# ---- block 1 ----
File: config.mk
export PLATFORM = sky130hd
export DESIGN_NAME = regfile_wb_scheduler
export DESIGN_NICKNAME = d
export VERILOG_FILES = /design/src/rtl/regfile_wb_scheduler.sv
export SDC_FILE = /design/constraint.sdc
export NUM_CORES = 1
export LEC_CHECK = 0
export CAP_MARGIN = 20
export CORE_MARGIN = 10
export CORE_UTILIZATION = 39
export CTS_CLUSTER_DIAMETER = 40
export DETAILED_ROUTE_END_ITERATION = 10
export HOLD_SLACK_MARGIN = 0.08
export PLACE_DENSITY = 0.77
export REMOVE_ABC_BUFFERS = 1
export SETUP_SLACK_MARGIN = 0.4
export SYNTH_ARGS = -nofsm -noshare
export SYNTH_HDL_FRONTEND = slang
export SYNTH_SLANG_ARGS = --single-unit
File: constraint.sdc
create_clock -name clock -period 2 [get_ports clock]
set_input_delay 0.4 -clock clock [delete_from_list [all_inputs] [get_ports clock]]
set_output_delay 0.4 -clock clock [all_outputs]
set_load 0.03 [all_outputs]
File: src/rtl/regfile_wb_scheduler.sv
// Register-file write-port scheduler: busy-bit scoreboard for WAW stalls and RAW
// queries, round-robin ALU/LSU writeback arbitration, registered write stage.
module regfile_wb_scheduler #(
  parameter int unsigned REG_NUM    = 16,
  parameter int unsigned DATA_WIDTH = 32
) (
  input  logic                  clock,
  input  logic                  reset,
  input  logic                  issue_valid,
  input  logic [4:0]            issue_rd,
  output logic                  issue_ready,
  input  logic [4:0]            rs1,
  input  logic [4:0]            rs2,
  output logic                  rs1_hazard,
  output logic                  rs2_hazard,
  input  logic                  alu_valid,
  input  logic [4:0]            alu_rd,
  input  logic [DATA_WIDTH-1:0] alu_data,
  output logic                  alu_ready,
  input  logic                  lsu_valid,
  input  logic [4:0]            lsu_rd,
  input  logic [DATA_WIDTH-1:0] lsu_data,
  output logic                  lsu_ready,
  input  logic                  flush,
  output logic                  rf_wen,
  output logic [4:0]            rf_rd,
  output logic [DATA_WIDTH-1:0] rf_wdata,
  output logic                  wb_err
);

  localparam int unsigned IDX_W = $clog2(REG_NUM);

  typedef enum logic {RR_ALU, RR_LSU} rr_e;

  rr_e                   rr, rr_nxt;
  logic [REG_NUM-1:0]    busy, busy_nxt;
  logic                  flushed;
  logic                  grant_alu, grant_lsu, grant_any;
  logic [4:0]            g_rd;
  logic [DATA_WIDTH-1:0] g_data;
  logic                  issue_fire;
  logic                  err_hit;

  assign rs1_hazard  = busy[rs1[IDX_W-1:0]] && (rs1 != 5'd0);
  assign rs2_hazard  = busy[rs2[IDX_W-1:0]] && (rs2 != 5'd0);
  assign issue_ready = !flush && ((issue_rd == 5'd0) || !busy[issue_rd[IDX_W-1:0]]);
  assign issue_fire  = issue_valid && issue_ready;
  assign alu_ready   = grant_alu;
  assign lsu_ready   = grant_lsu;

  always_comb begin
    grant_alu = alu_valid && (!lsu_valid || rr == RR_ALU);
    grant_lsu = lsu_valid && (!alu_valid || rr == RR_LSU);
    grant_any = grant_alu || grant_lsu;
    rr_nxt    = rr;
    g_rd      = '0;
    g_data    = '0;
    if (grant_alu) begin
      rr_nxt = RR_LSU;
      g_rd   = alu_rd;
      g_data = alu_data;
    end else if (grant_lsu) begin
      rr_nxt = RR_ALU;
      g_rd   = lsu_rd;
      g_data = lsu_data;
    end
  end

  always_ff @(posedge clock) begin
    if (!reset) rr <= RR_ALU;
    else        rr <= rr_nxt;
  end

  // Clear comes from the committing write stage; a post-flush re-issue of the
  // same rd may coincide with it, so the set is applied last and wins.
  always_comb begin
    busy_nxt = busy;
    if (rf_wen) busy_nxt[rf_rd[IDX_W-1:0]] = 1'b0;
    if (issue_fire && issue_rd != 5'd0) busy_nxt[issue_rd[IDX_W-1:0]] = 1'b1;
    busy_nxt[0] = 1'b0;
    if (flush) busy_nxt = '0;
  end

  // After a flush, orphaned writebacks target cleared regs; they are not errors
  // until the next issue re-establishes scoreboard tracking.
  assign err_hit = grant_any && (g_rd != 5'd0) && !busy[g_rd[IDX_W-1:0]] && !flushed;

  always_ff @(posedge clock) begin
    if (!reset) begin
      busy     <= '0;
      flushed  <= 1'b0;
      rf_wen   <= 1'b0;
      rf_rd    <= '0;
      rf_wdata <= '0;
      wb_err   <= 1'b0;
    end else begin
      busy <= busy_nxt;
      if (flush)           flushed <= 1'b1;
      else if (issue_fire) flushed <= 1'b0;
      rf_wen <= grant_any && (g_rd != 5'd0);
      if (grant_any) begin
        rf_rd    <= g_rd;
        rf_wdata <= g_data;
      end
      if (err_hit) wb_err <= 1'b1;
    end
  end

endmodule

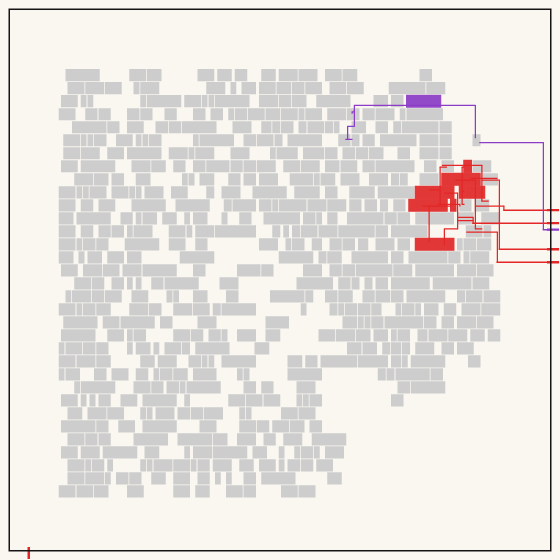
Fig. 1. Port wiring (block 1).
| color | port | bits | direction | end cells | buffers | wire |
|---|---|---|---|---|---|---|
| purple | rf_wen | 1 | output | 1 | 1 | 75.8 um |
| red | rs2 | 5 | input | 8 | 6 | 186 um |

==> impl_metrics.py <==
# Flow results
metrics = {
    "grt": {
        "grt_use_total_pct": 18.8,
    },
    "synthesis": {
        "yosys_area_sq_um": 3370,
        "synth_area_sq_um": 3370,
    },
    "pwr": {
        "power-top-group": "registers",
        "share_seq_of_total_power_pct": 43.7,
    },
    "outcome": {
        "status": "finished with violations",
        "violations": "setup timing",
    },
    "placed_design": {
        "place_area_sq_um": 5060,
        "dp_slack_ns": -1.01,
    },
    "worst_hold_path": {
        "min_path_type": "in -> reg",
    },
    "finish": {
        "layout_top_cell": "clkdlybuf4s50_1",
    },
    "sta": {
        "setup_viol": 19,
        "layout_setup_ws_ns": -0.432,
    },
    "setup_path": {
        "slowest_stage": "mux4_2",
        "cp.required_ns": 1.60,
        "reg2reg_to": "busy[7]",
    },
}
[final cells by class]
| cell class | count | area share [%] |
|---|---|---|
| Multi-Input combinational cell | 286 | 40.6 |
| Timing Repair Buffer | 199 | 33.9 |
| Sequential cell | 56 | 21.2 |
| Tap cell | 105 | 2.44 |
| Clock buffer | 5 | 1.28 |
| Clock inverter | 3 | 0.348 |
| Inverter | 3 | 0.255 |
[per-layer routing]
layer,up-vias,global-route usage [%],wire length [um]
met3,27,9.19,1530
met4,0,6.43,301
met2,185,32.3,6210
li1,1742,-,-
met1,1722,19.7,4840
met5,-,0,0

# ---- block 2 ----
### src/rtl/pc_trace_monitor_if.sv
// Read port of the PC trace monitor: the monitor presents the head trace
// record with rd_valid, the host pops it by holding rd_ready.
interface pc_trace_monitor_if #(
  parameter int ADDR_WIDTH  = 32,
  parameter int INSTR_WIDTH = 32,
  parameter int CNT_WIDTH   = 16
);
  logic                   rd_valid;
  logic                   rd_ready;
  logic [ADDR_WIDTH-1:0]  rd_pc;
  logic [INSTR_WIDTH-1:0] rd_instr;
  logic                   rd_we;
  logic                   rd_seq_break;
  logic [CNT_WIDTH-1:0]   rd_cycle;

  // Monitor side: drives the head record, receives the host's ready.
  modport master (
    output rd_valid, rd_pc, rd_instr, rd_we, rd_seq_break, rd_cycle,
    input  rd_ready
  );

  // Host side: consumes records.
  modport slave (
    input  rd_valid, rd_pc, rd_instr, rd_we, rd_seq_break, rd_cycle,
    output rd_ready
  );
endinterface

### src/rtl/pc_trace_monitor.sv
// PC trace monitor: samples the datapath PC/instruction stream after a start
// pulse (optionally waiting for a trigger PC), logs up to MAX_CYCLES records
// into a circular buffer and lets a host drain it over a valid/ready port.
module pc_trace_monitor #(
  parameter int ADDR_WIDTH  = 32,
  parameter int INSTR_WIDTH = 32,
  parameter int DEPTH       = 16,
  parameter int MAX_CYCLES  = 20,
  parameter int CNT_WIDTH   = 16
) (
  input  logic                   clock,
  input  logic                   reset,
  input  logic                   start,
  input  logic                   trig_enable,
  input  logic [ADDR_WIDTH-1:0]  trig_pc,
  input  logic [ADDR_WIDTH-1:0]  pc_q,
  input  logic [ADDR_WIDTH-1:0]  pc_d,
  input  logic [INSTR_WIDTH-1:0] instruction,
  input  logic                   reg_write_enable,
  pc_trace_monitor_if.master     rd,
  output logic [CNT_WIDTH-1:0]   cycle_count,
  output logic                   halt,
  output logic                   overflow,
  output logic [1:0]             state
);

  localparam int PTR_W = $clog2(DEPTH);
  localparam logic [PTR_W:0]       DEPTH_C   = (PTR_W+1)'(DEPTH);
  localparam logic [PTR_W:0]       ONE_C     = (PTR_W+1)'(1);
  localparam logic [CNT_WIDTH-1:0] LAST_CNT  = CNT_WIDTH'(MAX_CYCLES - 1);

  typedef enum logic [1:0] {
    IDLE    = 2'b00,
    ARMED   = 2'b01,
    CAPTURE = 2'b10,
    DONE    = 2'b11
  } state_t;

  typedef struct packed {
    logic [ADDR_WIDTH-1:0]  pc;
    logic [INSTR_WIDTH-1:0] instr;
    logic                   we;
    logic                   seq_break;
    logic [CNT_WIDTH-1:0]   cycle;
  } rec_t;

  rec_t                  mem [DEPTH];
  state_t                state_q, state_d;
  logic [PTR_W-1:0]      head_q, head_d, tail_q, tail_d;
  logic [PTR_W:0]        count_q, count_d;
  logic                  overflow_q, overflow_d;
  logic                  capture, pop, full, last;
  logic [ADDR_WIDTH-1:0] prev_pd_q;
  logic                  prev_valid_q;
  rec_t                  new_rec, rd_rec_q, rd_rec_d;

  assign full = (count_q == DEPTH_C);
  assign pop  = (count_q != '0) && rd.rd_ready;
  assign last = (cycle_count == LAST_CNT);

  // Record assembled from the current datapath sample.
  always_comb begin
    new_rec           = '0;
    new_rec.pc        = pc_q;
    new_rec.instr     = instruction;
    new_rec.we        = reg_write_enable;
    new_rec.seq_break = prev_valid_q && (pc_q != prev_pd_q);
    new_rec.cycle     = cycle_count;
  end

  // Next-state and capture decision; start overrides every state.
  // NOTE: every output of a combinational block gets a default first so no path leaves it unassigned and infers a latch.
  always_comb begin
    state_d = state_q;
    capture = 1'b0;
    if (start) begin
      state_d = ARMED;
    end else begin
      case (state_q)
        ARMED: begin
          if (!trig_enable || (pc_q == trig_pc)) begin
            capture = 1'b1;
            state_d = last ? DONE : CAPTURE;
          end
        end
        CAPTURE: begin
          capture = 1'b1;
          if (last) state_d = DONE;
        end
        default: state_d = state_q;
      endcase
    end
  end

  // Buffer pointer/occupancy bookkeeping and head-record lookahead.
  always_comb begin
    head_d     = head_q;
    tail_d     = tail_q;
    count_d    = count_q;
    overflow_d = overflow_q;
    rd_rec_d   = rd_rec_q;
    if (start) begin
      head_d     = '0;
      tail_d     = '0;
      count_d    = '0;
      overflow_d = 1'b0;
    end else begin
      if (pop) head_d = head_q + 1'b1;
      if (capture) begin
        tail_d = tail_q + 1'b1;
        if (full && !pop) begin
          // Oldest unread record is dropped to make room.
          head_d     = head_q + 1'b1;
          overflow_d = 1'b1;
        end
      end
      if (capture && !pop && !full) count_d = count_q + 1'b1;
      else if (pop && !capture)     count_d = count_q - 1'b1;
      // The head shown next cycle is the record being written now only when
      // it is the sole entry; otherwise it is already in the buffer.
      if (count_d != '0) begin
        if (capture && (count_d == ONE_C)) rd_rec_d = new_rec;
        else                               rd_rec_d = mem[head_d];
      end
    end
  end

  // Control and status registers.
  // NOTE: sequential state uses non-blocking assignments so every register samples pre-edge values.
  always_ff @(posedge clock) begin
    if (reset) begin
      state_q      <= IDLE;
      head_q       <= '0;
      tail_q       <= '0;
      count_q      <= '0;
      overflow_q   <= 1'b0;
      cycle_count  <= '0;
      prev_pd_q    <= '0;
      prev_valid_q <= 1'b0;
      rd_rec_q     <= '0;
    end else begin
      state_q    <= state_d;
      head_q     <= head_d;
      tail_q     <= tail_d;
      count_q    <= count_d;
      overflow_q <= overflow_d;
      rd_rec_q   <= rd_rec_d;
      if (start) begin
        cycle_count  <= '0;
        prev_valid_q <= 1'b0;
      end else if (capture) begin
        cycle_count  <= cycle_count + 1'b1;
        prev_pd_q    <= pc_d;
        prev_valid_q <= 1'b1;
      end
    end
  end

  // Trace storage write port.
  // NOTE: the buffer array has no reset; occupancy is reset, so stale entries are never presented.
  always_ff @(posedge clock) begin
    if (capture) mem[tail_q] <= new_rec;
  end

  assign rd.rd_valid     = (count_q != '0);
  assign rd.rd_pc        = rd_rec_q.pc;
  assign rd.rd_instr     = rd_rec_q.instr;
  assign rd.rd_we        = rd_rec_q.we;
  assign rd.rd_seq_break = rd_rec_q.seq_break;
  assign rd.rd_cycle     = rd_rec_q.cycle;
  assign halt            = (state_q == DONE);
  assign overflow        = overflow_q;
  assign state           = state_q;

endmodule
### src/flat_wrapper.sv
// flat-port wrapper written by rule: the top's interface ports become plain ports
module pc_trace_monitor_flat 
#(
  parameter int ADDR_WIDTH  = 32,
  parameter int INSTR_WIDTH = 32,
  parameter int DEPTH       = 16,
  parameter int MAX_CYCLES  = 20,
  parameter int CNT_WIDTH   = 16
)
  (clock, reset, start, trig_enable, trig_pc, pc_q, pc_d, instruction, reg_write_enable, cycle_count, halt, overflow, state, rd_rd_valid, rd_rd_pc, rd_rd_instr, rd_rd_we, rd_rd_seq_break, rd_rd_cycle, rd_rd_ready);
  pc_trace_monitor_if #(.ADDR_WIDTH(ADDR_WIDTH), .INSTR_WIDTH(INSTR_WIDTH), .CNT_WIDTH(CNT_WIDTH)) rd_i ();
  input  logic clock;
  input  logic reset;
  input  logic start;
  input  logic trig_enable;
  input  logic [ADDR_WIDTH-1:0] trig_pc;
  input  logic [ADDR_WIDTH-1:0] pc_q;
  input  logic [ADDR_WIDTH-1:0] pc_d;
  input  logic [INSTR_WIDTH-1:0] instruction;
  input  logic reg_write_enable;
  output logic [CNT_WIDTH-1:0] cycle_count;
  output logic halt;
  output logic overflow;
  output logic [1:0] state;
  output wire logic [$bits(rd_i.rd_valid)-1:0] rd_rd_valid;
  output wire logic [$bits(rd_i.rd_pc)-1:0] rd_rd_pc;
  output wire logic [$bits(rd_i.rd_instr)-1:0] rd_rd_instr;
  output wire logic [$bits(rd_i.rd_we)-1:0] rd_rd_we;
  output wire logic [$bits(rd_i.rd_seq_break)-1:0] rd_rd_seq_break;
  output wire logic [$bits(rd_i.rd_cycle)-1:0] rd_rd_cycle;
  input wire logic [$bits(rd_i.rd_ready)-1:0] rd_rd_ready;
  assign rd_rd_valid = rd_i.rd_valid;
  assign rd_rd_pc = rd_i.rd_pc;
  assign rd_rd_instr = rd_i.rd_instr;
  assign rd_rd_we = rd_i.rd_we;
  assign rd_rd_seq_break = rd_i.rd_seq_break;
  assign rd_rd_cycle = rd_i.rd_cycle;
  assign rd_i.rd_ready = rd_rd_ready;
  pc_trace_monitor #(.ADDR_WIDTH(ADDR_WIDTH), .INSTR_WIDTH(INSTR_WIDTH), .DEPTH(DEPTH), .MAX_CYCLES(MAX_CYCLES), .CNT_WIDTH(CNT_WIDTH)) u_core (.clock(clock), .reset(reset), .start(start), .trig_enable(trig_enable), .trig_pc(trig_pc), .pc_q(pc_q), .pc_d(pc_d), .instruction(instruction), .reg_write_enable(reg_write_enable), .rd(rd_i), .cycle_count(cycle_count), .halt(halt), .overflow(overflow), .state(state));
endmodule
### config.mk
export PLATFORM = sky130hd
export DESIGN_NAME = pc_trace_monitor_flat
export DESIGN_NICKNAME = d
export VERILOG_FILES = /design/src/rtl/pc_trace_monitor_if.sv /design/src/rtl/pc_trace_monitor.sv /design/src/flat_wrapper.sv
export SDC_FILE = /design/constraint.sdc
export NUM_CORES = 2
export LEC_CHECK = 0
export CORE_ASPECT_RATIO = 0.8
export CORE_UTILIZATION = 55
export DETAILED_ROUTE_END_ITERATION = 12
export HOLD_SLACK_MARGIN = 0.12
export PLACE_DENSITY = 0.77
export SLEW_MARGIN = 40
export SYNTH_ARGS = -nofsm -noshare
export SYNTH_HDL_FRONTEND = slang
export SYNTH_SLANG_ARGS = --single-unit
### constraint.sdc
create_clock -name clock -period 9.7 [get_ports clock]
set_input_delay 1.455 -clock clock [delete_from_list [all_inputs] [get_ports clock]]
set_output_delay 1.455 -clock clock [all_outputs]
set_load 0.05 [all_outputs]
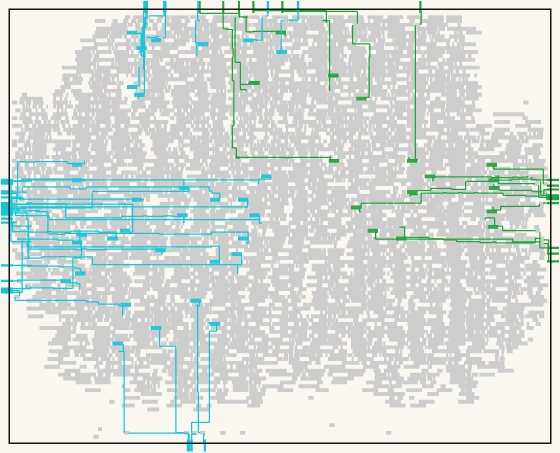
Fig. 2. Port wiring (block 2).
| color | port | bits | direction | end cells | buffers | wire |
|---|---|---|---|---|---|---|
| cyan | rd_rd_pc | 32 | output | 32 | 32 | 3440 um |
| green | rd_rd_cycle | 16 | output | 16 | 16 | 1580 um |

==> impl_metrics.py <==
# Flow results
metrics = {
    "outcome": {
        "status": "complete, no violations",
    },
    "drt": {
        "wl_um": 173000,
    },
    "sta": {
        "layout_setup_ws_ns": 3.20,
        "period_used_pct": 67.0,
        "slew_viol_final": 0,
        "skew_ns": 0.0336,
    },
    "finish": {
        "final_cell_mix": "edfxtp_1, mux2i_1, nand2_1",
        "largest_register": "u_core.mem",
    },
    "setup_path": {
        "worstSetupEndpointType": "register",
        "worstPathMaxFanout": 55,
    },
    "pwr": {
        "pg_clk_mw": 5.45,
    },
    "synthesis": {
        "edf_count": 1312,
        "yosys.area_share.simple_pct": 6.14,
        "yosys_area_sq_um": 62200,
        "synth_top_area_share_pct": 63.3,
    },
    "floorplanning": {
        "dieArea_sq_um": 114000,
    },
    "cts": {
        "cts-resized-gates": 0,
    },
    "run": {
        "warning_count": 39,
    },
}
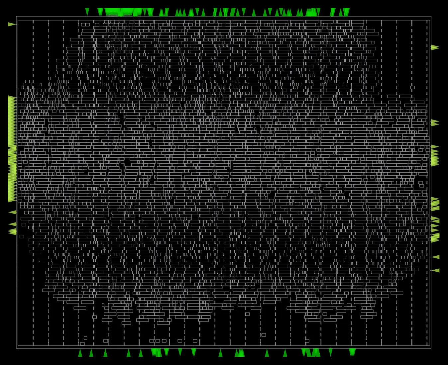
Fig. 3. Cell placement (block 2).
Flops: 1459
Core Area: 111000 sq um
Final Non-Filler Cells: 5929
# rows: 109

## layout make-up
cell class / instances / area (sq um)
well taps: 1498 / 1870
repair buffers: 365 / 3800
clock inverters: 62 / 629
flip-flops and latches: 1459 / 42400
fillers: 7720 / 40100
diodes: 3 / 7.51
multi-input cells: 2341 / 18600
inverters: 9 / 33.8
clock buffers: 192 / 3890

# ---- block 3 ----
Fig. 4: block 3, port wiring
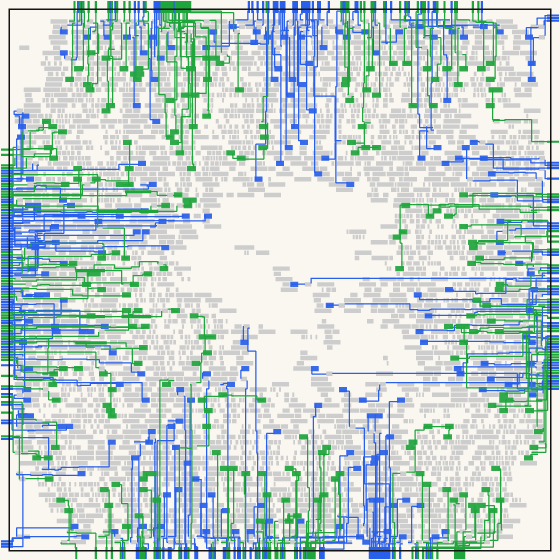
Fig. 5: block 3, cell placement
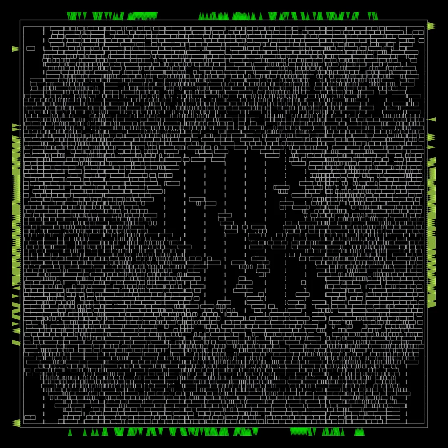
### config.mk
export PLATFORM = sky130hd
export DESIGN_NAME = acc_simd
export DESIGN_NICKNAME = d
export VERILOG_FILES = /design/src/rtl/acc_simd_pkg.sv /design/src/rtl/acc_fifo2.sv /design/src/rtl/acc_simd.sv
export SDC_FILE = /design/constraint.sdc
export NUM_CORES = 1
export LEC_CHECK = 0
export CAP_MARGIN = 25
export CORE_MARGIN = 2
export CORE_UTILIZATION = 53
export CTS_CLUSTER_DIAMETER = 100
export DETAILED_ROUTE_END_ITERATION = 8
export PLACE_DENSITY = 0.75
export SYNTH_ARGS = -nofsm -noshare
export SYNTH_HDL_FRONTEND = slang
export SYNTH_HIERARCHICAL = 1
export SYNTH_SLANG_ARGS = --single-unit
### constraint.sdc
create_clock -name clk -period 10.2 [get_ports clk]
set_input_delay 1.53 -clock clk [delete_from_list [all_inputs] [get_ports clk]]
set_output_delay 1.53 -clock clk [all_outputs]
set_load 0.01 [all_outputs]
### src/rtl/acc_simd_pkg.sv
// Shared parameters and state encoding for the lane-parallel SIMD accumulator.
// Widths derive from the multiplier stage's picture count and output data width.
`ifndef PICTURE_NUM
`define PICTURE_NUM 8
`endif
`ifndef WIDTH_DATA_OUT
`define WIDTH_DATA_OUT 10
`endif

package acc_simd_pkg;

  localparam int DEF_LANES  = `PICTURE_NUM;
  localparam int DEF_PROD_W = 2 * `WIDTH_DATA_OUT;
  localparam int DEF_ACC_W  = 24;
  localparam int DEF_TAP_W  = 8;

  typedef enum logic {
    ST_IDLE = 1'b0,
    ST_ACC  = 1'b1
  } state_e;

endpackage

### src/rtl/acc_fifo2.sv
// Two-entry synchronous FIFO holding completed lane-sum groups with their saturation flags.
// Pushes that arrive while full are ignored unless a pop happens in the same cycle.
module acc_fifo2 #(
  parameter int W = 8
) (
  input  logic         clk,
  input  logic         rst_n,
  input  logic         push,
  input  logic         pop,
  input  logic [W-1:0] din,
  output logic [W-1:0] dout,
  output logic         valid,
  output logic [1:0]   count
);

  logic [W-1:0] mem_r [2];
  logic         wr_ptr_r;
  logic         rd_ptr_r;
  logic [1:0]   count_r;
  logic         do_push_s;
  logic         do_pop_s;

  assign do_pop_s  = pop && (count_r != 2'd0);
  assign do_push_s = push && ((count_r != 2'd2) || do_pop_s);

  // Storage, pointers and occupancy
  always_ff @(posedge clk or negedge rst_n) begin
    if (!rst_n) begin
      mem_r[0] <= {W{1'b0}};
      mem_r[1] <= {W{1'b0}};
      wr_ptr_r <= 1'b0;
      rd_ptr_r <= 1'b0;
      count_r  <= 2'd0;
    end else begin
      if (do_push_s) begin
        mem_r[wr_ptr_r] <= din;
        wr_ptr_r        <= ~wr_ptr_r;
      end
      if (do_pop_s) begin
        rd_ptr_r <= ~rd_ptr_r;
      end
      case ({do_push_s, do_pop_s})
        2'b10:   count_r <= count_r + 2'd1;
        2'b01:   count_r <= count_r - 2'd1;
        default: count_r <= count_r;
      endcase
    end
  end

  assign dout  = mem_r[rd_ptr_r];
  assign valid = (count_r != 2'd0);
  assign count = count_r;

endmodule

### src/rtl/acc_simd.sv
// Lane-parallel saturating accumulator over a programmable tap window, feeding a
// 2-deep result FIFO with a valid/ready handshake toward writeback.
module acc_simd
  import acc_simd_pkg::*;
#(
  parameter int LANES  = DEF_LANES,
  parameter int PROD_W = DEF_PROD_W,
  parameter int ACC_W  = DEF_ACC_W,
  parameter int TAP_W  = DEF_TAP_W
) (
  input  logic                    clk,
  input  logic                    rst_n,
  input  logic [TAP_W-1:0]        tap_num,
  input  logic                    acc_clr,
  input  logic                    prod_valid,
  output logic                    prod_ready,
  input  logic [LANES*PROD_W-1:0] prod_data,
  output logic                    acc_valid,
  input  logic                    acc_ready,
  output logic [LANES*ACC_W-1:0]  acc_data,
  output logic [LANES-1:0]        acc_sat
);

  localparam int FIFO_W = LANES * (ACC_W + 1);
  localparam logic [TAP_W-1:0] TAP_ONE = {{(TAP_W-1){1'b0}}, 1'b1};
  localparam logic [ACC_W-1:0] SAT_MAX = {1'b0, {(ACC_W-1){1'b1}}};
  localparam logic [ACC_W-1:0] SAT_MIN = {1'b1, {(ACC_W-1){1'b0}}};

  state_e                 state_r;
  logic [TAP_W-1:0]       taps_r;
  logic [TAP_W-1:0]       tap_cnt_r;
  logic [LANES*ACC_W-1:0] acc_r;
  logic [LANES-1:0]       sat_r;
  logic                   prod_ready_r;

  logic                   first_s;
  logic                   beat_s;
  logic                   done_s;
  logic                   push_s;
  logic                   pop_s;
  logic [TAP_W-1:0]       tap_eff_s;
  logic [TAP_W-1:0]       taps_s;
  logic [TAP_W-1:0]       cnt_next_s;
  logic [LANES*ACC_W-1:0] sum_s;
  logic [LANES-1:0]       sat_s;
  logic [1:0]             fifo_count_s;
  logic [1:0]             count_next_s;
  logic                   fifo_valid_s;
  logic [FIFO_W-1:0]      fifo_dout_s;

  // The first beat of a group starts from zero and takes its tap count from tap_num.
  assign first_s    = (state_r == ST_IDLE);
  assign beat_s     = prod_valid && prod_ready_r;
  assign tap_eff_s  = (tap_num == {TAP_W{1'b0}}) ? TAP_ONE : tap_num;
  assign taps_s     = first_s ? tap_eff_s : taps_r;
  assign cnt_next_s = first_s ? TAP_ONE : (tap_cnt_r + TAP_ONE);
  assign done_s     = (cnt_next_s == taps_s);
  assign push_s     = beat_s && !acc_clr && done_s;
  assign pop_s      = fifo_valid_s && acc_ready;

  for (genvar i = 0; i < LANES; i++) begin : g_lane
    logic [ACC_W:0] prod_ext_s;
    logic [ACC_W:0] base_ext_s;
    logic [ACC_W:0] sum_ext_s;
    logic           ovf_s;

    assign prod_ext_s = {{(ACC_W+1-PROD_W){prod_data[(i+1)*PROD_W-1]}},
                         prod_data[i*PROD_W +: PROD_W]};
    assign base_ext_s = first_s ? {(ACC_W+1){1'b0}}
                                : {acc_r[(i+1)*ACC_W-1], acc_r[i*ACC_W +: ACC_W]};
    assign sum_ext_s  = base_ext_s + prod_ext_s;
    // One extra guard bit: overflow shows as disagreement of the top two bits.
    assign ovf_s      = sum_ext_s[ACC_W] ^ sum_ext_s[ACC_W-1];
    assign sum_s[i*ACC_W +: ACC_W] = ovf_s ? (sum_ext_s[ACC_W] ? SAT_MIN : SAT_MAX)
                                           : sum_ext_s[ACC_W-1:0];
    assign sat_s[i]   = ovf_s | (!first_s & sat_r[i]);
  end

  // Predicted FIFO occupancy after this edge, used to register prod_ready
  always_comb begin
    case ({push_s, pop_s})
      2'b10:   count_next_s = fifo_count_s + 2'd1;
      2'b01:   count_next_s = fifo_count_s - 2'd1;
      default: count_next_s = fifo_count_s;
    endcase
  end

  // Group FSM: abort, first beat, accumulate, complete
  always_ff @(posedge clk or negedge rst_n) begin
    if (!rst_n) begin
      state_r      <= ST_IDLE;
      taps_r       <= TAP_ONE;
      tap_cnt_r    <= {TAP_W{1'b0}};
      acc_r        <= {(LANES*ACC_W){1'b0}};
      sat_r        <= {LANES{1'b0}};
      prod_ready_r <= 1'b0;
    end else begin
      prod_ready_r <= (count_next_s < 2'd2);
      if (acc_clr || (beat_s && done_s)) begin
        state_r   <= ST_IDLE;
        tap_cnt_r <= {TAP_W{1'b0}};
        acc_r     <= {(LANES*ACC_W){1'b0}};
        sat_r     <= {LANES{1'b0}};
      end else if (beat_s) begin
        state_r   <= ST_ACC;
        taps_r    <= taps_s;
        tap_cnt_r <= cnt_next_s;
        acc_r     <= sum_s;
        sat_r     <= sat_s;
      end else begin
        state_r   <= state_r;
      end
    end
  end

  acc_fifo2 #(
    .W(FIFO_W)
  ) u_fifo (
    .clk   (clk),
    .rst_n (rst_n),
    .push  (push_s),
    .pop   (pop_s),
    .din   ({sat_s, sum_s}),
    .dout  (fifo_dout_s),
    .valid (fifo_valid_s),
    .count (fifo_count_s)
  );

  assign prod_ready = prod_ready_r;
  assign acc_valid  = fifo_valid_s;
  assign acc_data   = fifo_dout_s[LANES*ACC_W-1:0];
  assign acc_sat    = fifo_dout_s[FIFO_W-1 -: LANES];

endmodule

==> impl_metrics.py <==
# Flow results
metrics = {
    "grt": {
        "grtUsageMet1_pct": 36.5,
        "grt_use_met3_pct": 4.65,
        "antenna_found_initial": 7,
        "grt_use_total_pct": 26.8,
    },
    "pwr": {
        "switchingPower_mw": 2.42,
    },
    "cts": {
        "cts_root_buf": "clkbuf_16",
        "clock-sinks": 622,
        "cts_buffer_depth": 3,
    },
    "synthesis": {
        "synth_adder_area_share_pct": 6.92,
        "synth_top_area_share_pct": 38.7,
        "ys_sh_mux_pct": 17.6,
        "synth_area_leader_cell": "dfrtp_1",
        "xor_area_share_pct": 3.77,
    },
    "finish": {
        "drive_gt1_share_pct": 20.1,
        "fin_cells": 5209,
    },
    "drt": {
        "wl_um": 105000,
        "drt_iter0_drc": 1817,
        "wl_met2_um": 49200,
    },
    "floorplanning": {
        "fp-utilization_pct": 53.8,
        "rows": 100,
    },
    "sta": {
        "whs_ns": 0.475,
        "setup_viol": 0,
    },
    "worst_hold_path": {
        "min_path_type": "reg -> reg",
    },
    "outcome": {
        "status": "complete, no violations",
    },
    "placed_design": {
        "place_area_sq_um": 44000,
    },
    "setup_path": {
        "cp.required_ns": 8.67,
    },
}
Notes on Fig. 4 above:
| color | port | bits | direction | end cells | buffers | wire |
|---|---|---|---|---|---|---|
| blue | acc_data | 192 | output | 192 | 192 | 8980 um |
| green | prod_data | 160 | input | 200 | 160 | 8290 um |
IO Count: 375
number of port buffers: 374

Notes on Fig. 5 above:
Flops: 622
Final Util: 62.3%

-- cell type report --
cell class / instances / area [sq um]
Fill cell: 6099 / 28200
Inverter: 61 / 230
Multi-Input combinational cell: 3021 / 23000
Sequential cell: 622 / 15600
Tap cell: 969 / 1210
Timing Repair Buffer: 406 / 4110
Clock inverter: 32 / 392
Clock buffer: 98 / 2030
-- state kept, by name, summed over array words and instances (netlist names) --
signal	count
u_fifo/mem_r	400
acc_r	192
sat_r	8
tap_cnt_r	8
taps_r	8
u_fifo/count	2
prod_ready	1
state_r	1
u_fifo/rd_ptr_r	1
u_fifo/wr_ptr_r	1


==> notes/layouts.md <==
Pictures saved along the way, in no particular order.

Sequential cells colored by netlist name.
Other sequential cells in the stronger gray, the rest of the logic in the fainter gray.
image #1
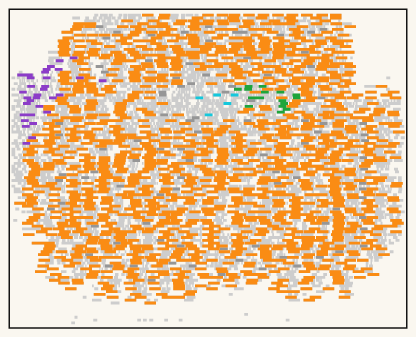
image #2
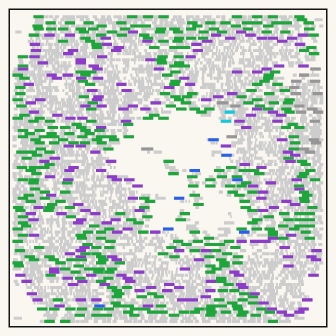
image #3
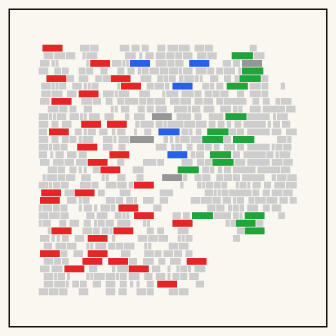
For block 2, see image #1.
For block 1, see image #3.
For block 3, see image #2.

Key to image #1:
| color | netlist name | placed flops |
|---|---|---|
| cyan | u_core.count_q | 5 |
| purple | u_core.prev_pd_q | 32 |
| orange | u_core.mem | 1312 |
| green | u_core.cycle_count | 16 |

Power figures rest on the tool's default switching activity, not on a simulated workload.
